# ---- i2c_secondary_multibyte_flat ----
i2c_secondary_multibyte_flat/congestion.png
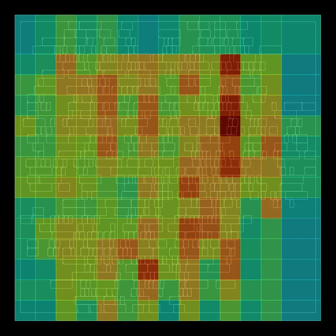

### config.mk
export PLATFORM = sky130hd
export DESIGN_NAME = i2c_secondary_multibyte_flat
export DESIGN_NICKNAME = d
export VERILOG_FILES = /design/src/rtl/i2c_pkg.sv /design/src/rtl/i2c_secondary_multibyte_if.sv /design/src/rtl/i2c_bus_cond_detect.sv /design/src/rtl/i2c_secondary_multibyte.sv /design/src/flat_wrapper.sv
export SDC_FILE = /design/constraint.sdc
export NUM_CORES = 1
export LEC_CHECK = 0
export ABC_AREA = 1
export CAP_MARGIN = 10
export CORE_MARGIN = 1.5
export CORE_UTILIZATION = 34
export DETAILED_ROUTE_END_ITERATION = 10
export SLEW_MARGIN = 40
export SYNTH_ARGS = -nofsm -noshare
export SYNTH_HDL_FRONTEND = slang
export SYNTH_SLANG_ARGS = --single-unit
### constraint.sdc
create_clock -name CLK -period 1.8 [get_ports CLK]
set_input_delay 0.36 -clock CLK [delete_from_list [all_inputs] [get_ports CLK]]
set_output_delay 0.36 -clock CLK [all_outputs]
set_load 0.02 [all_outputs]
### src/rtl/i2c_pkg.sv
// Shared definitions for the multi-byte I2C secondary.
//   i2c_state_t   : protocol FSM states
//   RW_READ       : value of the R/W bit that selects a read
//   ACK / NACK    : SDA level for acknowledge / not-acknowledge
//   BITS_PER_BYTE : data bits per byte on the wire
package i2c_pkg;

  typedef enum logic [2:0] {
    IDLE,
    ADDR,
    ADDR_ACK,
    WRITE,
    WRITE_ACK,
    READ,
    READ_ACK,
    WAIT_STOP
  } i2c_state_t;

  localparam logic RW_READ       = 1'b1;
  localparam logic ACK           = 1'b0;
  localparam logic NACK          = 1'b1;
  localparam int   BITS_PER_BYTE = 8;

endpackage

### src/rtl/i2c_secondary_multibyte_if.sv
// Open-drain I2C bus as seen by one primary and one secondary.
//   SCL     : bus clock, driven by the primary
//   SDA_OUT : primary SDA drive (0 = pull low)
//   SDA_OE  : primary output enable, informational only
//   SDA_IN  : secondary SDA drive (1 = release, 0 = pull low)
// Effective bus SDA is SDA_OUT & SDA_IN.
interface i2c_secondary_multibyte_if;
  logic SCL;
  logic SDA_OUT;
  logic SDA_OE;
  logic SDA_IN;

  modport master (output SCL, output SDA_OUT, output SDA_OE, input SDA_IN);
  modport slave  (input SCL, input SDA_OUT, input SDA_OE, output SDA_IN);
endinterface

### src/rtl/i2c_bus_cond_detect.sv
// SCL/SDA history registers and bus-condition decode.
//   CLK, RESET : system clock, synchronous active-low reset
//   scl        : bus clock
//   sda_bus    : resolved bus SDA
//   scl_rise, scl_fall   : single-cycle SCL edge flags
//   start_det, stop_det  : SDA falling / rising while SCL stays high
module i2c_bus_cond_detect (
  input  logic CLK,
  input  logic RESET,
  input  logic scl,
  input  logic sda_bus,
  output logic scl_rise,
  output logic scl_fall,
  output logic start_det,
  output logic stop_det
);
  logic scl_q;
  logic sda_q;

  // History resets to an idle (released) bus so leaving reset never looks like an edge.
  always_ff @(posedge CLK) begin
    if (!RESET) begin
      scl_q <= 1'b1;
      sda_q <= 1'b1;
    end else begin
      scl_q <= scl;
      sda_q <= sda_bus;
    end
  end

  assign scl_rise  = scl & ~scl_q;
  assign scl_fall  = ~scl & scl_q;
  assign start_det = scl & scl_q & sda_q & ~sda_bus;
  assign stop_det  = scl & scl_q & ~sda_q & sda_bus;
endmodule

### src/rtl/i2c_secondary_multibyte.sv
// I2C secondary with DATA_BYTES-byte register write and read transfers.
//   CLK, RESET : system clock, synchronous active-low reset
//   bus        : I2C bus (slave modport), SDA_IN is registered
//   I2CS_ADDR  : this secondary's 7-bit address
//   RD_DATA    : read payload, snapshotted at the address ACK, MSB byte first
//   WR_DATA    : last complete write payload, first byte received is MSB byte
//   WR_VALID   : one-cycle pulse when WR_DATA updates
//   BUSY       : high from address match until START, STOP or mismatch
module i2c_secondary_multibyte
  import i2c_pkg::*;
#(
  parameter int DATA_BYTES = 2,
  parameter int ADDR_W     = 7
) (
  input  logic                    CLK,
  input  logic                    RESET,
  i2c_secondary_multibyte_if.slave bus,
  input  logic [ADDR_W-1:0]       I2CS_ADDR,
  input  logic [8*DATA_BYTES-1:0] RD_DATA,
  output logic [8*DATA_BYTES-1:0] WR_DATA,
  output logic                    WR_VALID,
  output logic                    BUSY
);
  localparam int PAY_W = 8 * DATA_BYTES;
  localparam int IDX_W = $clog2(DATA_BYTES + 1);
  localparam logic [IDX_W-1:0] LAST_IDX = IDX_W'(DATA_BYTES - 1);
  localparam logic [IDX_W-1:0] FULL_IDX = IDX_W'(DATA_BYTES);
  localparam logic [IDX_W-1:0] ONE_IDX  = IDX_W'(1);
  localparam logic [3:0]       LAST_BIT = 4'(BITS_PER_BYTE - 1);
  localparam logic [3:0]       ACK_BIT  = 4'(BITS_PER_BYTE);

  i2c_state_t        state_q, state_d;
  logic [3:0]        bit_q, bit_d;
  logic [IDX_W-1:0]  byte_q, byte_d;
  logic [7:0]        shift_q, shift_d, shifted;
  logic [PAY_W-1:0]  staging_q, staging_d;
  logic [PAY_W-1:0]  snap_q, snap_d;
  logic [PAY_W-1:0]  wr_data_q, wr_data_d;
  logic              sda_q, sda_d;
  logic              wr_valid_q, wr_valid_d;
  logic              busy_q, busy_d;
  logic              sda_bus, scl_rise, scl_fall, start_det, stop_det;
  logic              unused_oe;

  assign sda_bus    = bus.SDA_OUT & sda_q;
  assign bus.SDA_IN = sda_q;
  assign WR_DATA    = wr_data_q;
  assign WR_VALID   = wr_valid_q;
  assign BUSY       = busy_q;
  assign unused_oe  = bus.SDA_OE;

  i2c_bus_cond_detect u_cond (
    .CLK       (CLK),
    .RESET     (RESET),
    .scl       (bus.SCL),
    .sda_bus   (sda_bus),
    .scl_rise  (scl_rise),
    .scl_fall  (scl_fall),
    .start_det (start_det),
    .stop_det  (stop_det)
  );

  // Snapshot bit for byte byte_i, bit bit_i (bit 0 = MSB of that byte).
  function automatic logic read_bit(input logic [PAY_W-1:0] snap,
                                    input logic [IDX_W-1:0] byte_i,
                                    input logic [3:0]       bit_i);
    logic [PAY_W-1:0] sh;
    sh = snap >> (BITS_PER_BYTE * (DATA_BYTES - int'(byte_i)) - 1 - int'(bit_i));
    return sh[0];
  endfunction

  // Replace byte slot idx (slot 0 = MSB byte) of old_v with b.
  function automatic logic [PAY_W-1:0] put_byte(input logic [PAY_W-1:0] old_v,
                                                input logic [IDX_W-1:0] idx,
                                                input logic [7:0]       b);
    int sh;
    sh = BITS_PER_BYTE * (DATA_BYTES - 1 - int'(idx));
    return (old_v & ~(PAY_W'(8'hFF) << sh)) | (PAY_W'(b) << sh);
  endfunction

  assign shifted = {shift_q[6:0], sda_bus};

  // Ack states are entered at the 8th SCL rise with bit counter = 8; the 9th rise
  // clears it to 0, which tells the two SCL falls of the ack window apart.
  always_comb begin
    state_d    = state_q;
    bit_d      = bit_q;
    byte_d     = byte_q;
    shift_d    = shift_q;
    staging_d  = staging_q;
    snap_d     = snap_q;
    wr_data_d  = wr_data_q;
    sda_d      = sda_q;
    wr_valid_d = 1'b0;
    busy_d     = busy_q;
    if (start_det) begin
      state_d = ADDR;
      bit_d   = 4'd0;
      byte_d  = '0;
      sda_d   = 1'b1;
      busy_d  = 1'b0;
    end else if (stop_det) begin
      state_d = IDLE;
      sda_d   = 1'b1;
      busy_d  = 1'b0;
    end else begin
      case (state_q)
        ADDR: if (scl_rise) begin
          shift_d = shifted;
          if (bit_q == LAST_BIT) begin
            bit_d = ACK_BIT;
            if (shifted[7:1] == I2CS_ADDR) begin
              state_d = ADDR_ACK;
              busy_d  = 1'b1;
            end else begin
              state_d = WAIT_STOP;
            end
          end else begin
            bit_d = bit_q + 4'd1;
          end
        end
        ADDR_ACK: begin
          if (scl_fall && bit_q == ACK_BIT) begin
            sda_d = ACK;
          end else if (scl_rise) begin
            bit_d = 4'd0;
            if (shift_q[0] == RW_READ) snap_d = RD_DATA;
          end else if (scl_fall) begin
            if (shift_q[0] == RW_READ) begin
              state_d = READ;
              sda_d   = read_bit(snap_q, byte_q, 4'd0);
            end else begin
              state_d = WRITE;
              sda_d   = 1'b1;
            end
          end
        end
        WRITE: if (scl_rise) begin
          shift_d = shifted;
          if (bit_q == LAST_BIT) begin
            bit_d   = ACK_BIT;
            state_d = WRITE_ACK;
            if (byte_q < FULL_IDX) staging_d = put_byte(staging_q, byte_q, shifted);
          end else begin
            bit_d = bit_q + 4'd1;
          end
        end
        WRITE_ACK: begin
          if (scl_fall && bit_q == ACK_BIT) begin
            sda_d = (byte_q < FULL_IDX) ? ACK : NACK;
          end else if (scl_rise) begin
            bit_d = 4'd0;
          end else if (scl_fall) begin
            sda_d   = 1'b1;
            state_d = WRITE;
            if (byte_q == LAST_IDX) begin
              wr_data_d  = staging_q;
              wr_valid_d = 1'b1;
            end
            if (byte_q < FULL_IDX) byte_d = byte_q + ONE_IDX;
          end
        end
        READ: if (scl_fall) begin
          if (bit_q == LAST_BIT) begin
            sda_d   = 1'b1;
            bit_d   = ACK_BIT;
            state_d = READ_ACK;
          end else begin
            bit_d = bit_q + 4'd1;
            sda_d = read_bit(snap_q, byte_q, bit_q + 4'd1);
          end
        end
        READ_ACK: begin
          if (scl_rise) begin
            if (sda_bus == ACK) begin
              bit_d  = 4'd0;
              byte_d = (byte_q == LAST_IDX) ? '0 : byte_q + ONE_IDX;
            end else begin
              state_d = WAIT_STOP;
            end
          end else if (scl_fall && bit_q == 4'd0) begin
            state_d = READ;
            sda_d   = read_bit(snap_q, byte_q, 4'd0);
          end
        end
        default: sda_d = 1'b1;
      endcase
    end
  end

  always_ff @(posedge CLK) begin
    if (!RESET) begin
      state_q    <= IDLE;
      bit_q      <= 4'd0;
      byte_q     <= '0;
      shift_q    <= 8'd0;
      staging_q  <= '0;
      snap_q     <= '0;
      wr_data_q  <= '0;
      sda_q      <= 1'b1;
      wr_valid_q <= 1'b0;
      busy_q     <= 1'b0;
    end else begin
      state_q    <= state_d;
      bit_q      <= bit_d;
      byte_q     <= byte_d;
      shift_q    <= shift_d;
      staging_q  <= staging_d;
      snap_q     <= snap_d;
      wr_data_q  <= wr_data_d;
      sda_q      <= sda_d;
      wr_valid_q <= wr_valid_d;
      busy_q     <= busy_d;
    end
  end
endmodule

### src/flat_wrapper.sv
// flat-port wrapper written by rule: the top's interface ports become plain ports
module i2c_secondary_multibyte_flat import i2c_pkg::*;
#(
  parameter int DATA_BYTES = 2,
  parameter int ADDR_W     = 7
)
  (CLK, RESET, I2CS_ADDR, RD_DATA, WR_DATA, WR_VALID, BUSY, bus_SCL, bus_SDA_OUT, bus_SDA_OE, bus_SDA_IN);
  i2c_secondary_multibyte_if bus_i ();
  input  logic CLK;
  input  logic RESET;
  input  logic [ADDR_W-1:0] I2CS_ADDR;
  input  logic [8*DATA_BYTES-1:0] RD_DATA;
  output logic [8*DATA_BYTES-1:0] WR_DATA;
  output logic WR_VALID;
  output logic BUSY;
  input wire logic [$bits(bus_i.SCL)-1:0] bus_SCL;
  input wire logic [$bits(bus_i.SDA_OUT)-1:0] bus_SDA_OUT;
  input wire logic [$bits(bus_i.SDA_OE)-1:0] bus_SDA_OE;
  output wire logic [$bits(bus_i.SDA_IN)-1:0] bus_SDA_IN;
  assign bus_i.SCL = bus_SCL;
  assign bus_i.SDA_OUT = bus_SDA_OUT;
  assign bus_i.SDA_OE = bus_SDA_OE;
  assign bus_SDA_IN = bus_i.SDA_IN;
  i2c_secondary_multibyte #(.DATA_BYTES(DATA_BYTES), .ADDR_W(ADDR_W)) u_core (.CLK(CLK), .RESET(RESET), .bus(bus_i), .I2CS_ADDR(I2CS_ADDR), .RD_DATA(RD_DATA), .WR_DATA(WR_DATA), .WR_VALID(WR_VALID), .BUSY(BUSY));
endmodule
# ---- vga_pic_gen ----
### src/rtl/vga_pkg.sv
// Shared types and constants for the VGA test-pattern generator: mode
// encoding, the eight colour-bar masks and the default active resolution.
package vga_pkg;

  typedef enum logic [1:0] {
    MODE_BARS  = 2'd0,
    MODE_RAMP  = 2'd1,
    MODE_CHECK = 2'd2,
    MODE_BOX   = 2'd3
  } mode_e;

  localparam int H_ACTIVE_DEFAULT = 800;
  localparam int V_ACTIVE_DEFAULT = 480;

  // {R,G,B} on/off masks; each set bit becomes an all-ones channel.
  localparam logic [2:0] BAR_WHITE   = 3'b111;
  localparam logic [2:0] BAR_YELLOW  = 3'b110;
  localparam logic [2:0] BAR_CYAN    = 3'b011;
  localparam logic [2:0] BAR_GREEN   = 3'b010;
  localparam logic [2:0] BAR_MAGENTA = 3'b101;
  localparam logic [2:0] BAR_RED     = 3'b100;
  localparam logic [2:0] BAR_BLUE    = 3'b001;
  localparam logic [2:0] BAR_BLACK   = 3'b000;

  function automatic logic [2:0] bar_mask(input logic [2:0] idx);
    case (idx)
      3'd0:    return BAR_WHITE;
      3'd1:    return BAR_YELLOW;
      3'd2:    return BAR_CYAN;
      3'd3:    return BAR_GREEN;
      3'd4:    return BAR_MAGENTA;
      3'd5:    return BAR_RED;
      3'd6:    return BAR_BLUE;
      default: return BAR_BLACK;
    endcase
  endfunction

endpackage

### src/rtl/vga_box_mover.sv
// Bouncing-box position: one step per frame on each axis, reversing
// direction whenever the next step would push the box past the active edge.
module vga_box_mover
  import vga_pkg::*;
#(
  parameter int H_ACTIVE = H_ACTIVE_DEFAULT,
  parameter int V_ACTIVE = V_ACTIVE_DEFAULT,
  parameter int COORD_W  = 10,
  parameter int BOX_SIZE = 64
) (
  input  logic               clk,
  input  logic               rst,
  input  logic               step_en,
  output logic [COORD_W-1:0] box_x,
  output logic [COORD_W-1:0] box_y
);

  localparam logic [COORD_W:0] X_MAX = (COORD_W+1)'(H_ACTIVE - BOX_SIZE);
  localparam logic [COORD_W:0] Y_MAX = (COORD_W+1)'(V_ACTIVE - BOX_SIZE);

  logic [COORD_W-1:0] box_x_q, box_x_d, box_y_q, box_y_d;
  logic               dir_x_q, dir_x_d, dir_y_q, dir_y_d;

  // Returns {direction, position}; direction 1 means counting up.
  function automatic logic [COORD_W:0] axis_step(input logic [COORD_W-1:0] pos,
                                                 input logic dir_up,
                                                 input logic [COORD_W:0] max_pos);
    if (dir_up) begin
      if (({1'b0, pos} + 1'b1) > max_pos) return {1'b0, pos - 1'b1};
      return {1'b1, pos + 1'b1};
    end
    if (pos == '0) return {1'b1, pos + 1'b1};
    return {1'b0, pos - 1'b1};
  endfunction

  always_comb begin
    {dir_x_d, box_x_d} = {dir_x_q, box_x_q};
    {dir_y_d, box_y_d} = {dir_y_q, box_y_q};
    if (step_en) begin
      {dir_x_d, box_x_d} = axis_step(box_x_q, dir_x_q, X_MAX);
      {dir_y_d, box_y_d} = axis_step(box_y_q, dir_y_q, Y_MAX);
    end
  end

  always_ff @(posedge clk or posedge rst) begin
    if (rst) begin
      box_x_q <= '0;
      box_y_q <= '0;
      dir_x_q <= 1'b1;
      dir_y_q <= 1'b1;
    end else begin
      box_x_q <= box_x_d;
      box_y_q <= box_y_d;
      dir_x_q <= dir_x_d;
      dir_y_q <= dir_y_d;
    end
  end

  assign box_x = box_x_q;
  assign box_y = box_y_q;

endmodule

### src/rtl/vga_pic_gen.sv
// VGA test-pattern generator: key-selected pattern, switched only at frame
// start, with a two-stage registered colour output.
module vga_pic_gen
  import vga_pkg::*;
#(
  parameter int H_ACTIVE   = H_ACTIVE_DEFAULT,
  parameter int V_ACTIVE   = V_ACTIVE_DEFAULT,
  parameter int COORD_W    = 10,
  parameter int CH_W       = 8,
  parameter int N_MODES    = 4,
  parameter int CHECK_LOG2 = 5,
  parameter int BOX_SIZE   = 64
) (
  input  logic                clk,
  input  logic                rst,
  input  logic [N_MODES-1:0]  keyin,
  input  logic [COORD_W-1:0]  pix_x,
  input  logic [COORD_W-1:0]  pix_y,
  output logic [3*CH_W-1:0]   color_data_out,
  output logic [1:0]          mode_out
);

  localparam int               BAR_W = H_ACTIVE / 8;
  localparam logic [COORD_W:0] H_LIM = (COORD_W+1)'(H_ACTIVE);
  localparam logic [COORD_W:0] V_LIM = (COORD_W+1)'(V_ACTIVE);
  localparam logic [COORD_W:0] BOX_W = (COORD_W+1)'(BOX_SIZE);

  logic [N_MODES-1:0] key_q, key_d;
  mode_e              pending_q, pending_d, active_q, active_d;
  logic [3*CH_W-1:0]  pattern_q, pattern_d, color_q, color_d;
  logic [COORD_W:0]   x_ext, y_ext, bx_ext, by_ext;
  logic [COORD_W-1:0] box_x, box_y;
  logic [CH_W-1:0]    grey;
  logic [2:0]         bar_idx;
  logic               frame_start, frame_end, in_active, in_box, checker_on;

  function automatic logic [3*CH_W-1:0] expand_rgb(input logic [2:0] m);
    return {{CH_W{m[2]}}, {CH_W{m[1]}}, {CH_W{m[0]}}};
  endfunction

  assign x_ext       = {1'b0, pix_x};
  assign y_ext       = {1'b0, pix_y};
  assign bx_ext      = {1'b0, box_x};
  assign by_ext      = {1'b0, box_y};
  assign frame_start = (pix_x == '0) && (pix_y == '0);
  assign frame_end   = (x_ext == H_LIM - 1'b1) && (y_ext == V_LIM - 1'b1);
  assign in_active   = (x_ext < H_LIM) && (y_ext < V_LIM);
  assign grey        = pix_x[COORD_W-1 -: CH_W];
  assign checker_on  = pix_x[CHECK_LOG2] ^ pix_y[CHECK_LOG2];
  assign in_box      = (x_ext >= bx_ext) && (x_ext < bx_ext + BOX_W) &&
                       (y_ext >= by_ext) && (y_ext < by_ext + BOX_W);

  vga_box_mover #(
    .H_ACTIVE (H_ACTIVE),
    .V_ACTIVE (V_ACTIVE),
    .COORD_W  (COORD_W),
    .BOX_SIZE (BOX_SIZE)
  ) u_box_mover (
    .clk     (clk),
    .rst     (rst),
    .step_en (frame_end),
    .box_x   (box_x),
    .box_y   (box_y)
  );

  // Walking downwards lets the lowest rising key overwrite the others.
  // The (0,0) pixel itself already renders in the newly selected mode.
  always_comb begin
    key_d     = keyin;
    pending_d = pending_q;
    for (int i = N_MODES - 1; i >= 0; i--) begin
      if (keyin[i] && !key_q[i]) pending_d = mode_e'(i[1:0]);
    end
    active_d = frame_start ? pending_q : active_q;
  end

  always_comb begin
    bar_idx = '0;
    for (int b = 1; b < 8; b++) begin
      if (x_ext >= (COORD_W+1)'(b * BAR_W)) bar_idx = bar_idx + 3'd1;
    end
  end

  always_comb begin
    pattern_d = '0;
    case (active_d)
      MODE_BARS:  pattern_d = expand_rgb(bar_mask(bar_idx));
      MODE_RAMP:  pattern_d = {grey, grey, grey};
      MODE_CHECK: pattern_d = checker_on ? '1 : '0;
      MODE_BOX:   pattern_d = in_box ? expand_rgb(BAR_RED) : expand_rgb(BAR_BLUE);
      default:    pattern_d = '0;
    endcase
    if (!in_active) pattern_d = '0;
    color_d = pattern_q;
  end

  always_ff @(posedge clk or posedge rst) begin
    if (rst) begin
      key_q     <= '0;
      pending_q <= MODE_BARS;
      active_q  <= MODE_BARS;
      pattern_q <= '0;
      color_q   <= '0;
    end else begin
      key_q     <= key_d;
      pending_q <= pending_d;
      active_q  <= active_d;
      pattern_q <= pattern_d;
      color_q   <= color_d;
    end
  end

  assign color_data_out = color_q;
  assign mode_out       = active_q;

endmodule

### config.mk
export PLATFORM = sky130hd
export DESIGN_NAME = vga_pic_gen
export DESIGN_NICKNAME = d
export VERILOG_FILES = /design/src/rtl/vga_pkg.sv /design/src/rtl/vga_box_mover.sv /design/src/rtl/vga_pic_gen.sv
export SDC_FILE = /design/constraint.sdc
export NUM_CORES = 1
export LEC_CHECK = 0
export ABC_CLOCK_PERIOD_IN_PS = 2600
export CAP_MARGIN = 0
export CELL_PAD_IN_SITES_DETAIL_PLACEMENT = 2
export CELL_PAD_IN_SITES_GLOBAL_PLACEMENT = 2
export CORE_MARGIN = 4
export CORE_UTILIZATION = 34
export CTS_BUF_LIST = sky130_fd_sc_hd__clkbuf_8
export DETAILED_ROUTE_END_ITERATION = 8
export PLACE_DENSITY = 0.75
export SETUP_SLACK_MARGIN = 0.4
export SYNTH_ARGS = -nofsm -noshare
export SYNTH_HDL_FRONTEND = slang
export SYNTH_SLANG_ARGS = --single-unit
### constraint.sdc
create_clock -name clk -period 2.6 [get_ports clk]
set_input_delay 0.39 -clock clk [delete_from_list [all_inputs] [get_ports clk]]
set_output_delay 0.39 -clock clk [all_outputs]
set_load 0.02 [all_outputs]
# ---- norm_round ----
<file path="config.mk">
export PLATFORM = sky130hd
export DESIGN_NAME = norm_round
export DESIGN_NICKNAME = d
export VERILOG_FILES = /design/src/rtl/norm_round.sv
export SDC_FILE = /design/constraint.sdc
export NUM_CORES = 1
export LEC_CHECK = 0
export CAP_MARGIN = 15
export CORE_ASPECT_RATIO = 0.75
export CORE_UTILIZATION = 45
export DETAILED_ROUTE_END_ITERATION = 6
export GPL_TIMING_DRIVEN = 0
export PLACE_DENSITY = 0.69
export SLEW_MARGIN = 40
export SYNTH_ARGS = -nofsm -noshare
export SYNTH_HDL_FRONTEND = slang
export SYNTH_SLANG_ARGS = --single-unit
</file>
<file path="constraint.sdc">
create_clock -name clk -period 8.9 [get_ports clk]
set_clock_uncertainty 0.15 [all_clocks]
set_input_delay 2.225 -clock clk [delete_from_list [all_inputs] [get_ports clk]]
set_output_delay 2.225 -clock clk [all_outputs]
set_load 0.005 [all_outputs]
</file>
<file path="src/rtl/norm_round.sv">
// Post-add normalize and round-to-nearest-even stage for IEEE-754 adders.
// One transaction at a time: IDLE -> NORM (1+ cycles) -> ROUND -> DONE.
module norm_round #(
  parameter int unsigned N_float = 32,
  parameter int unsigned N_exp   = 8,
  parameter int unsigned N_mant  = 23
) (
  input  logic               clk,
  input  logic               rst_n,
  input  logic               in_valid,
  output logic               in_ready,
  input  logic               sum_sign,
  input  logic [N_exp-1:0]   sum_exp,
  input  logic [N_mant+4:0]  sum_mant,
  output logic               out_valid,
  input  logic               out_ready,
  output logic [N_float-1:0] float_R,
  output logic               overflow,
  output logic               underflow
);

  localparam int unsigned EW = N_exp + 2;
  localparam int unsigned MW = N_mant + 5;
  localparam int unsigned RW = N_mant + 2;
  localparam logic [EW-1:0] EXP_ONE = EW'(1);
  localparam logic [EW-1:0] EXP_MAX = EW'((2 ** N_exp) - 1);

  typedef enum logic [1:0] {IDLE, NORM, ROUND, DONE} state_t;

  state_t               r_state, w_state_nxt;
  logic                 r_sign, w_sign_nxt;
  logic [EW-1:0]        r_exp, w_exp_nxt;
  logic [MW-1:0]        r_mant, w_mant_nxt;
  logic [N_float-1:0]   r_float, w_float_nxt;
  logic                 r_ovf, w_ovf_nxt;
  logic                 r_udf, w_udf_nxt;
  logic                 r_in_ready, r_out_valid;

  logic                 w_rnd_up;
  logic [RW-1:0]        w_rnd_sum;
  logic [EW-1:0]        w_rnd_exp;
  logic [N_mant-1:0]    w_rnd_frac;

  assign in_ready  = r_in_ready;
  assign out_valid = r_out_valid;
  assign float_R   = r_float;
  assign overflow  = r_ovf;
  assign underflow = r_udf;

  // Round-to-nearest-even on {carry, hidden, fraction}; renormalize a rounding carry.
  always_comb begin
    w_rnd_up  = r_mant[2] & (r_mant[1] | r_mant[0] | r_mant[3]);
    w_rnd_sum = r_mant[MW-1:3] + RW'(w_rnd_up);
    if (w_rnd_sum[RW-1]) begin
      w_rnd_frac = w_rnd_sum[N_mant:1];
      w_rnd_exp  = r_exp + EXP_ONE;
    end else begin
      w_rnd_frac = w_rnd_sum[N_mant-1:0];
      w_rnd_exp  = r_exp;
    end
  end

  // Next-state and datapath updates.
  always_comb begin
    w_state_nxt = r_state;
    w_sign_nxt  = r_sign;
    w_exp_nxt   = r_exp;
    w_mant_nxt  = r_mant;
    w_float_nxt = r_float;
    w_ovf_nxt   = r_ovf;
    w_udf_nxt   = r_udf;
    case (r_state)
      IDLE: begin
        if (in_valid) begin
          w_sign_nxt  = sum_sign;
          w_exp_nxt   = EW'(sum_exp);
          w_mant_nxt  = sum_mant;
          w_ovf_nxt   = 1'b0;
          w_udf_nxt   = 1'b0;
          w_state_nxt = NORM;
        end
      end
      NORM: begin
        if (r_mant == '0) begin
          w_float_nxt = '0;
          w_state_nxt = DONE;
        end else if (r_mant[MW-1]) begin
          w_mant_nxt  = {1'b0, r_mant[MW-1:2], r_mant[1] | r_mant[0]};
          w_exp_nxt   = r_exp + EXP_ONE;
          w_state_nxt = ROUND;
        end else if (r_mant[MW-2]) begin
          w_state_nxt = ROUND;
        end else if (r_exp <= EXP_ONE) begin
          // Exponent floor reached without a leading one: flush to signed zero.
          w_float_nxt              = '0;
          w_float_nxt[N_float-1]   = r_sign;
          w_udf_nxt                = 1'b1;
          w_state_nxt              = DONE;
        end else begin
          w_mant_nxt = {r_mant[MW-2:0], 1'b0};
          w_exp_nxt  = r_exp - EXP_ONE;
        end
      end
      ROUND: begin
        if (w_rnd_exp >= EXP_MAX) begin
          w_float_nxt = N_float'({r_sign, {N_exp{1'b1}}, {N_mant{1'b0}}});
          w_ovf_nxt   = 1'b1;
        end else begin
          w_float_nxt = N_float'({r_sign, w_rnd_exp[N_exp-1:0], w_rnd_frac});
        end
        w_state_nxt = DONE;
      end
      DONE: begin
        if (out_ready) w_state_nxt = IDLE;
      end
      default: w_state_nxt = IDLE;
    endcase
  end

  always_ff @(posedge clk) begin
    if (!rst_n) begin
      r_state     <= IDLE;
      r_sign      <= 1'b0;
      r_exp       <= '0;
      r_mant      <= '0;
      r_float     <= '0;
      r_ovf       <= 1'b0;
      r_udf       <= 1'b0;
      r_in_ready  <= 1'b1;
      r_out_valid <= 1'b0;
    end else begin
      r_state     <= w_state_nxt;
      r_sign      <= w_sign_nxt;
      r_exp       <= w_exp_nxt;
      r_mant      <= w_mant_nxt;
      r_float     <= w_float_nxt;
      r_ovf       <= w_ovf_nxt;
      r_udf       <= w_udf_nxt;
      r_in_ready  <= (w_state_nxt == IDLE);
      r_out_valid <= (w_state_nxt == DONE);
    end
  end

endmodule

</file>
# ---- regfile_pc_param ----
<file path="config.mk">
export PLATFORM = sky130hd
export DESIGN_NAME = regfile_pc_param
export DESIGN_NICKNAME = d
export VERILOG_FILES = /design/src/rtl/regfile_pc_param.sv
export SDC_FILE = /design/constraint.sdc
export NUM_CORES = 1
export LEC_CHECK = 0
export ABC_AREA = 1
export ABC_CLOCK_PERIOD_IN_PS = 4100
export CORE_UTILIZATION = 40
export CTS_CLUSTER_DIAMETER = 80
export CTS_CLUSTER_SIZE = 14
export DETAILED_ROUTE_END_ITERATION = 7
export GPL_TIMING_DRIVEN = 1
export PLACE_DENSITY_LB_ADDON = 0.12
export SYNTH_ARGS = -nofsm -noshare
export SYNTH_HDL_FRONTEND = slang
export SYNTH_SLANG_ARGS = --single-unit
export TNS_END_PERCENT = 5
</file>
<file path="constraint.sdc">
create_clock -name clk -period 4.1 [get_ports clk]
set_input_delay 0.41 -clock clk [delete_from_list [all_inputs] [get_ports clk]]
set_output_delay 0.41 -clock clk [all_outputs]
set_load 0.01 [all_outputs]
</file>
<file path="src/rtl/regfile_pc_param.sv">
// Register file whose top slot is an internal PC with increment/branch/write-to-PC sequencing.
// Optional macro REGFILE_BYPASS_EN forwards WD3 to same-cycle reads of general registers.
module regfile_pc_param #(
  parameter int unsigned  N         = 32,
  parameter int unsigned  DEPTH     = 16,
  parameter int unsigned  PC_STEP   = 4,
  parameter int unsigned  PC_OFFSET = 8,
  parameter logic [N-1:0] RESET_PC  = '0
) (
  input  logic                     clk,
  input  logic                     rst,
  input  logic                     WE3,
  input  logic [$clog2(DEPTH)-1:0] A1,
  input  logic [$clog2(DEPTH)-1:0] A2,
  input  logic [$clog2(DEPTH)-1:0] A3,
  input  logic [N-1:0]             WD3,
  input  logic                     pc_en,
  input  logic                     pc_load,
  input  logic [N-1:0]             pc_target,
  output logic [N-1:0]             RD1,
  output logic [N-1:0]             RD2,
  output logic [N-1:0]             pc_out
);

  localparam int unsigned      AW     = $clog2(DEPTH);
  localparam logic [AW-1:0]    PC_IDX = AW'(DEPTH - 1);
  localparam logic [N-1:0]     STEP   = N'(PC_STEP);
  localparam logic [N-1:0]     OFFSET = N'(PC_OFFSET);

  logic [N-1:0] r_regs [DEPTH-1];
  logic [N-1:0] r_pc;

  logic         w_gen_we;
  logic         w_pc_we;
  logic [N-1:0] w_pc_nxt;
  logic [N-1:0] w_pc_rd;
  logic         w_byp1;
  logic         w_byp2;

  assign w_gen_we = WE3 && (A3 != PC_IDX);
  assign w_pc_we  = WE3 && (A3 == PC_IDX);

  // Write-to-PC outranks a branch load, which outranks sequential increment.
  always_comb begin
    w_pc_nxt = r_pc;
    if (w_pc_we) begin
      w_pc_nxt = WD3;
    end else if (pc_load) begin
      w_pc_nxt = pc_target;
    end else if (pc_en) begin
      w_pc_nxt = r_pc + STEP;
    end
  end

  always_ff @(posedge clk or negedge rst) begin
    if (!rst) begin
      r_pc <= RESET_PC;
    end else begin
      r_pc <= w_pc_nxt;
    end
  end

  always_ff @(posedge clk or negedge rst) begin
    if (!rst) begin
      for (int unsigned i = 0; i < DEPTH - 1; i++) begin
        r_regs[i] <= '0;
      end
    end else if (w_gen_we) begin
      r_regs[A3] <= WD3;
    end
  end

  // PC reads as PC+OFFSET so execute sees the architectural pipeline offset.
  assign w_pc_rd = r_pc + OFFSET;
  assign pc_out  = r_pc;

`ifdef REGFILE_BYPASS_EN
  assign w_byp1 = rst && w_gen_we && (A1 == A3);
  assign w_byp2 = rst && w_gen_we && (A2 == A3);
`else
  assign w_byp1 = 1'b0;
  assign w_byp2 = 1'b0;
`endif

  always_comb begin
    RD1 = '0;
    if (A1 == PC_IDX) begin
      RD1 = w_pc_rd;
    end else if (w_byp1) begin
      RD1 = WD3;
    end else begin
      RD1 = r_regs[A1];
    end
  end

  always_comb begin
    RD2 = '0;
    if (A2 == PC_IDX) begin
      RD2 = w_pc_rd;
    end else if (w_byp2) begin
      RD2 = WD3;
    end else begin
      RD2 = r_regs[A2];
    end
  end

endmodule

</file>

==> gallery <==
Wiring by layer.
shot_01.png
Bar = 50 µm. Only two layers are drawn.
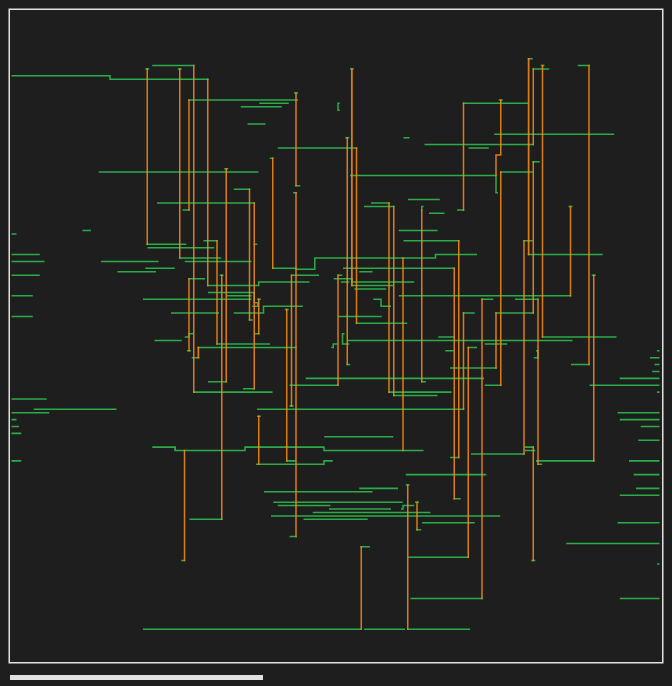
shot_02.png
Bar = 100 µm. Only two layers are drawn.
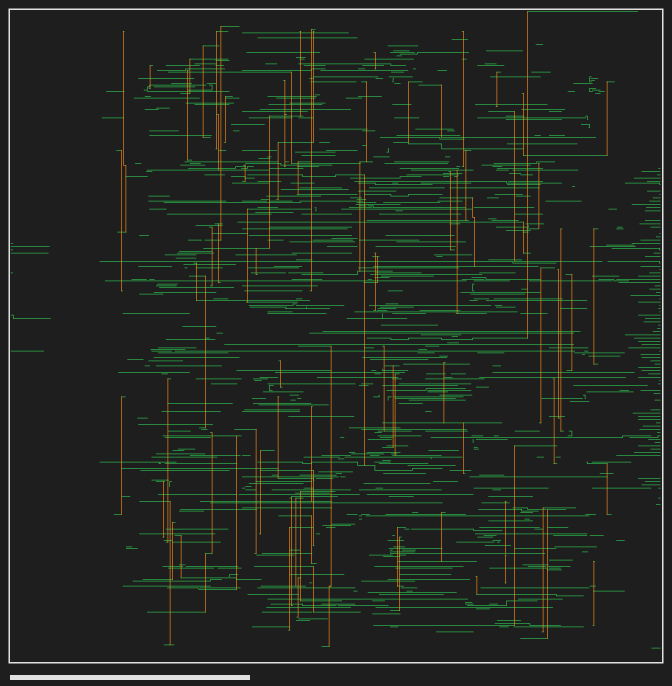
shot_03.png
Bar = 20 µm. Only two layers are drawn.
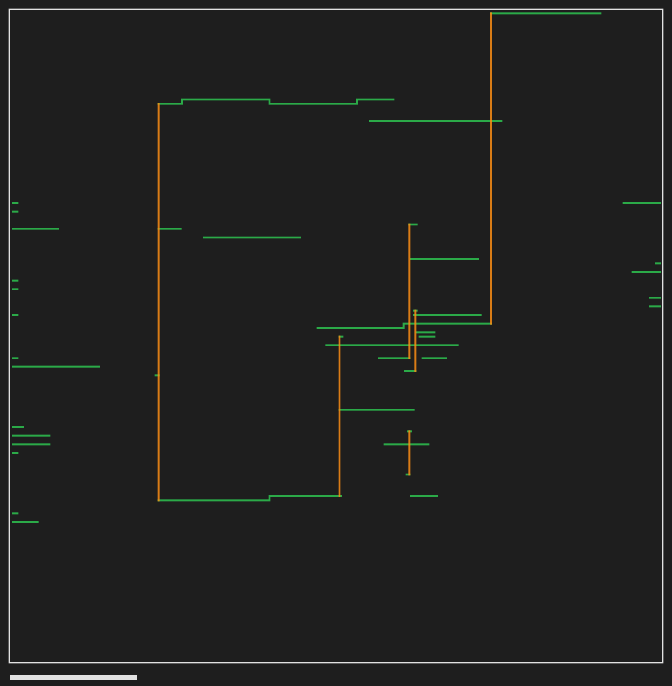
shot_04.png
Bar = 20 µm. Only two layers are drawn.
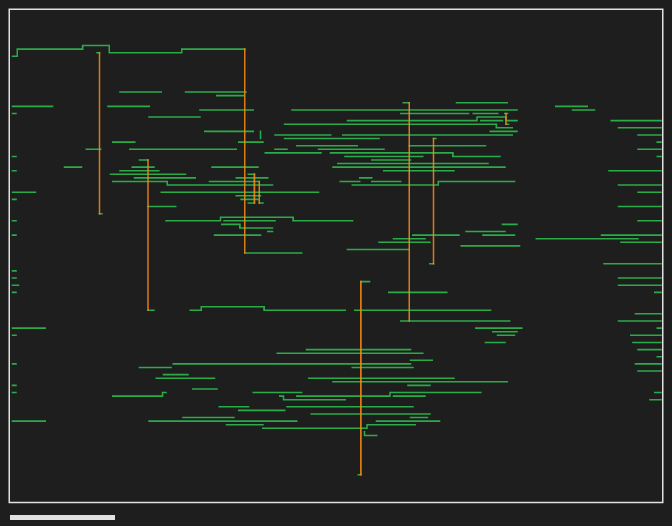
shot_02.png -> regfile_pc_param
shot_03.png -> i2c_secondary_multibyte_flat
shot_04.png -> norm_round
shot_01.png -> vga_pic_gen
The one with the most wire is shot_02.png.
The one with the least wire is shot_03.png.

i2c_secondary_multibyte_flat/layer_met1.png
Bar = 20 µm. Cells faint in the background.
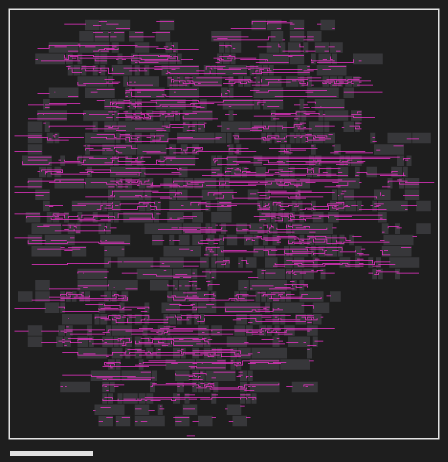
wire length on this layer: 4420 µm
longest straight run: 43.7 µm
main direction: horizontal
share of all routed wire: 50%
nets with wire on the layer: 573

Notes on i2c_secondary_multibyte_flat/congestion.png above:
grt met3 use: 0.0353
busiest grt layer: met2
met2 Usage GRT: 0.275

==> GITHUB_STEP_SUMMARY, i2c_secondary_multibyte_flat <==
## Implementation flow summary

| Metric | Value |
|---|---|
| Achievable Freq | `585 MHz` |
| WP depth | `10` |
| Cycle use final | `0.950` |
| Outcome | `finished, final reports clean` |
| CTS clk-pin slew, worst paths | `0.08 ns` |
| Crit path required time | `2.09 ns` |
| Sequential cell count | `69` |
| # clock sinks | `69` |
| FF-to-FF End | `u_core.staging_q[7]` |
| Setup crit end | `u_core.staging_q[7]` |
| Fillcell total | `1008` |
| Fin crit period | `1.71 ns` |
| Mapped Area | `3390 µm²` |
| Die width | `103 µm` |
| Vias in the first global route | `3117` |
| Fin Hold WS | `0.278 ns` |
| Comb. pwr | `1.87 mW` |
| Initial antenna violation count | `0` |
| Power Density | `1040 nW/µm²` |
| Post-route DRC | `0` |
| Synth unique cells | `35` |
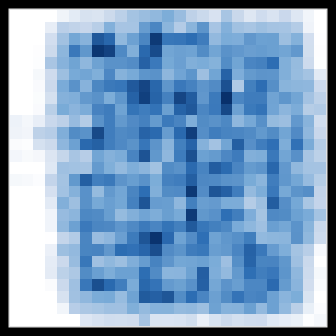
regfile_pc_param/metal_density.png
27 x 27 tiles, from white (low) to dark blue (high), scaled to the fullest tile. Values are wire area over tile area, all layers added.
mean over tiles: 0.28
tiles over half the peak: 48%
nearly empty tiles: 11%
emptiest ninth of the die: bottom left
fullest tile: 0.62

==> GITHUB_STEP_SUMMARY, regfile_pc_param <==
## Implementation flow summary

| Metric | Value |
|---|---|
| Unrepaired setup endpoints after global routing | `false` |
| Outcome | `finished, final reports clean` |
| P_seq | `6.90 mW` |
| Fillcell total | `7304` |
| Worst path bufs/invs | `2` |
| Critical path arrival | `3.59 ns` |
| Class of the worst hold path | `primary input to flop` |
| WP depth | `9` |
| # clk buffers | `46` |
| Clk power | `4.00 mW` |
| Initial drt markers | `3888` |
| Num CTS Buffers | `43` |
| Met3 Wirelength | `12600 µm` |
| Register area | `12800 µm²` |
| Top Consumer | `registers` |
| Grt met3 use | `0.0603` |
| Pleak | `14.3 nW` |
| Worst-path cell chain | `ha_1 > inv_1 > nor2_4 > nand2_2 > nor2_2 > xor2_2 > nand2_1 > nand3_1 > clkdlybuf4s50_1` |
| IO Pins | `177` |
| Hold Crit Depth | `3` |
| Sw Ratio | `0.348` |
| FF-to-FF End | `pc_out[18]` |
| Area grow syn2layout | `13.1%` |
| Number of cell rows | `98` |
| WHS Endpoint | `pc_out[0]` |
| Crit path required time | `3.69 ns` |
| Seq area share | `0.389` |
| Number of nets with antenna violations after routing | `0` |
| Xor and xnor area share after synthesis | `0.00783` |
| Max-area cell share | `0.440` |
| Adder share | `0.000860` |
| Reg2Reg Setup Slack | `1.79 ns` |
| Setup TNS | `0 ns` |
| Syn_area_per_cell | `7.21 µm²` |
| Crit path kind | `flop to output port` |
| Port-buffer cells | `176` |
| Hold Path Origin | `pc_target[0]` |
| CP max FO | `6` |
| Synth top cell by count | `nand2_1` |
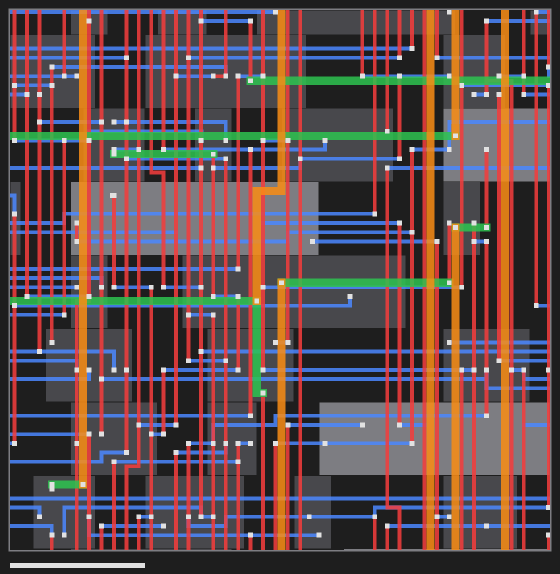
vga_pic_gen/detail.png
Bar = 5 µm. Region (87, 87) to (107, 107) µm. Cells in grey, sequential cells in the stronger grey; small squares are vias.
| colour | layer |
|---|---|
| green | metal 3 |
| orange | metal 4 |
| red | metal 2 |
| blue | metal 1 |
netlist names of flops here include: u_box_mover.box_x (2)
sequential cells in the window: 2
cells with their middle in the window: 20
most frequent: nand4_1 (3), nand2_1 (2), dfrtp_1 (2)

==> GITHUB_STEP_SUMMARY, vga_pic_gen <==
## Implementation flow summary

| Metric | Value |
|---|---|
| Outcome | `complete, but fails checks` |
| Failing checks | `negative setup slack` |
| Async S/R FF share, synth | `1.00` |
| Synthesis area per yosys | `4970 µm²` |
| CTS clk-pin slew, worst paths | `0.10 ns` |
| Setup-failing EPs final | `31` |
| Pint | `2.27 mW` |
| Fin worst setup slack | `-1.14 ns` |
| Mapped Cells | `528` |
| Met3 Wirelength | `1480 µm` |
| Post-Synth AOI/OAI Area | `0.170` |
| Vias in the first global route | `6022` |
| Fillcell total | `1396` |
| DR vias | `5368` |
| Seq area share | `0.254` |
| Adder share | `0.106` |
| Die width | `129 µm` |
| Layout Cells excl Fill | `884` |
| Port-buffer cells | `51` |
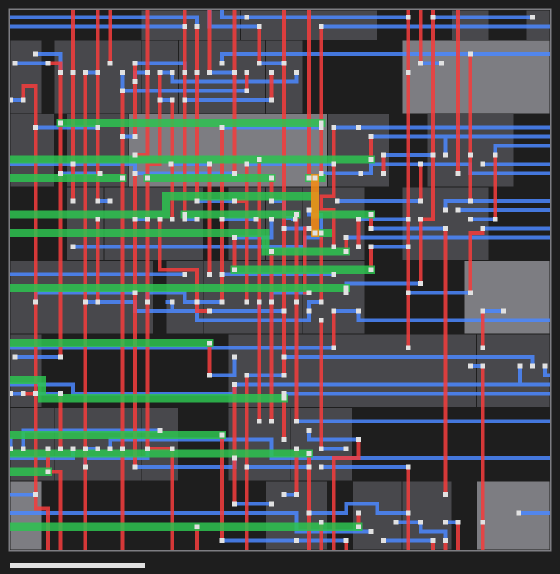
norm_round/detail.png
Bar = 5 µm. Region (83, 60) to (103, 80) µm. Cells in grey, sequential cells in the stronger grey; small squares are vias.
| colour | layer |
|---|---|
| orange | metal 4 |
| green | metal 3 |
| blue | metal 1 |
| red | metal 2 |
netlist names of flops here include: r_mant (2)
cells with their middle in the window: 30
sequential cells in the window: 2
most frequent: and3_1 (5), a221oi_1 (5), nand2_1 (5)

==> GITHUB_STEP_SUMMARY, norm_round <==
## Implementation flow summary

| Metric | Value |
|---|---|
| Logic Gate Count | `494` |
| WP depth | `7` |
| Top Layer Used | `met4` |
| Port-buffer cells | `76` |
| Tightest Pin Transition | `0.715 ns` |
| Drt first pass iters | `5` |
| Post-synthesis sequential area ratio | `0.307` |
| Tool warnings | `28` |
| RR Startpoint | `r_mant[2]` |
| Pleak | `2.54 nW` |
| Initial drt markers | `749` |
| Top non-seq family | `AND-OR/OR-AND gates` |
| WL/cell | `19.8 µm` |
| Mapped Cells | `646` |
| Initial antenna violation count | `0` |
| Final core occ | `0.594` |
| Clk power | `0.386 mW` |
| Crit path required time | `9.02 ns` |
| Largest net degree at the start of global routing | `14` |
| Grt met3 use | `0.0512` |
| GRT overflow | `0` |
| Mapped Nets | `691` |
| Ys cells | `646` |
| Setup WS pre-CTS | `3.89 ns` |
| Global-route usage over all layers | `0.304` |
| H-Tree Depth | `3` |
| Layout cell share with drive strength beyond 1 | `0.0569` |
| Non-clock buffers | `140` |
| Mapped Area | `5020 µm²` |
| Outcome | `finished, final reports clean` |
| Hold Crit Depth | `1` |
| Clock network area share | `0.0494` |


==> gallery <==
M1 wires.
Plate I
Bar = 20 µm. Cells faint in the background.
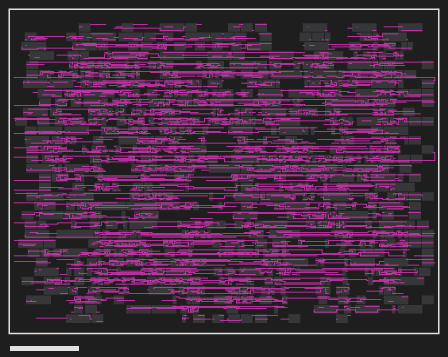
Plate II
Bar = 100 µm. Cells faint in the background.
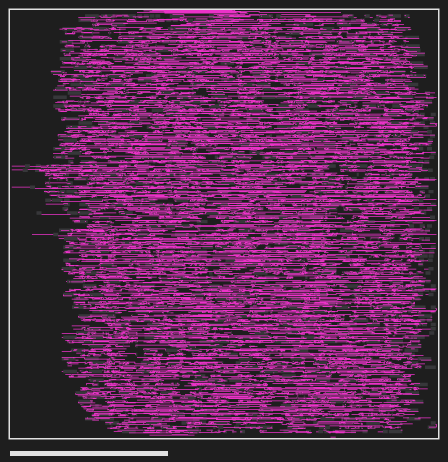
Plate III
Bar = 50 µm. Cells faint in the background.
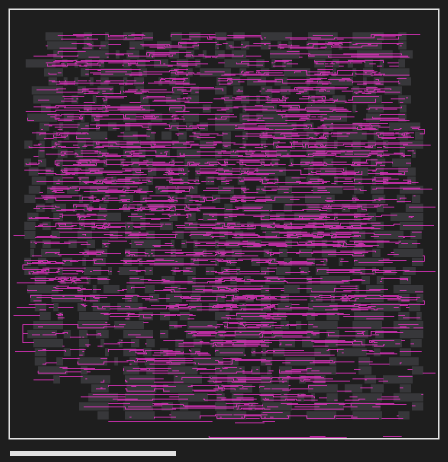
- Plate III = vga_pic_gen
- Plate I = norm_round
- Plate II = regfile_pc_param
The one with the largest die is Plate II.


==> layout pictures side by side <==
Wiring heat map.
panel A
21 x 21 tiles, from white (low) to dark blue (high), scaled to the fullest tile. Values are wire area over tile area, all layers added.
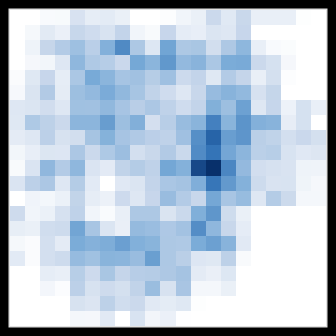
panel B
25 x 19 tiles, from white (low) to dark blue (high), scaled to the fullest tile. Values are wire area over tile area, all layers added.
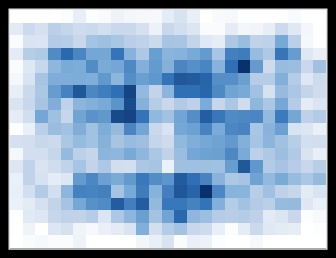
panel C
26 x 26 tiles, from white (low) to dark blue (high), scaled to the fullest tile. Values are wire area over tile area, all layers added.
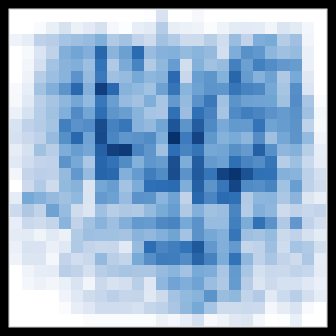
vga_pic_gen: panel C
i2c_secondary_multibyte_flat: panel A
norm_round: panel B

Key to panel A:
emptiest ninth of the die: bottom right
fullest tile: 0.61
mean over tiles: 0.13
nearly empty tiles: 21%
densest ninth of the die: middle

No activity file was given, so power comes from the tool's default toggle rates.
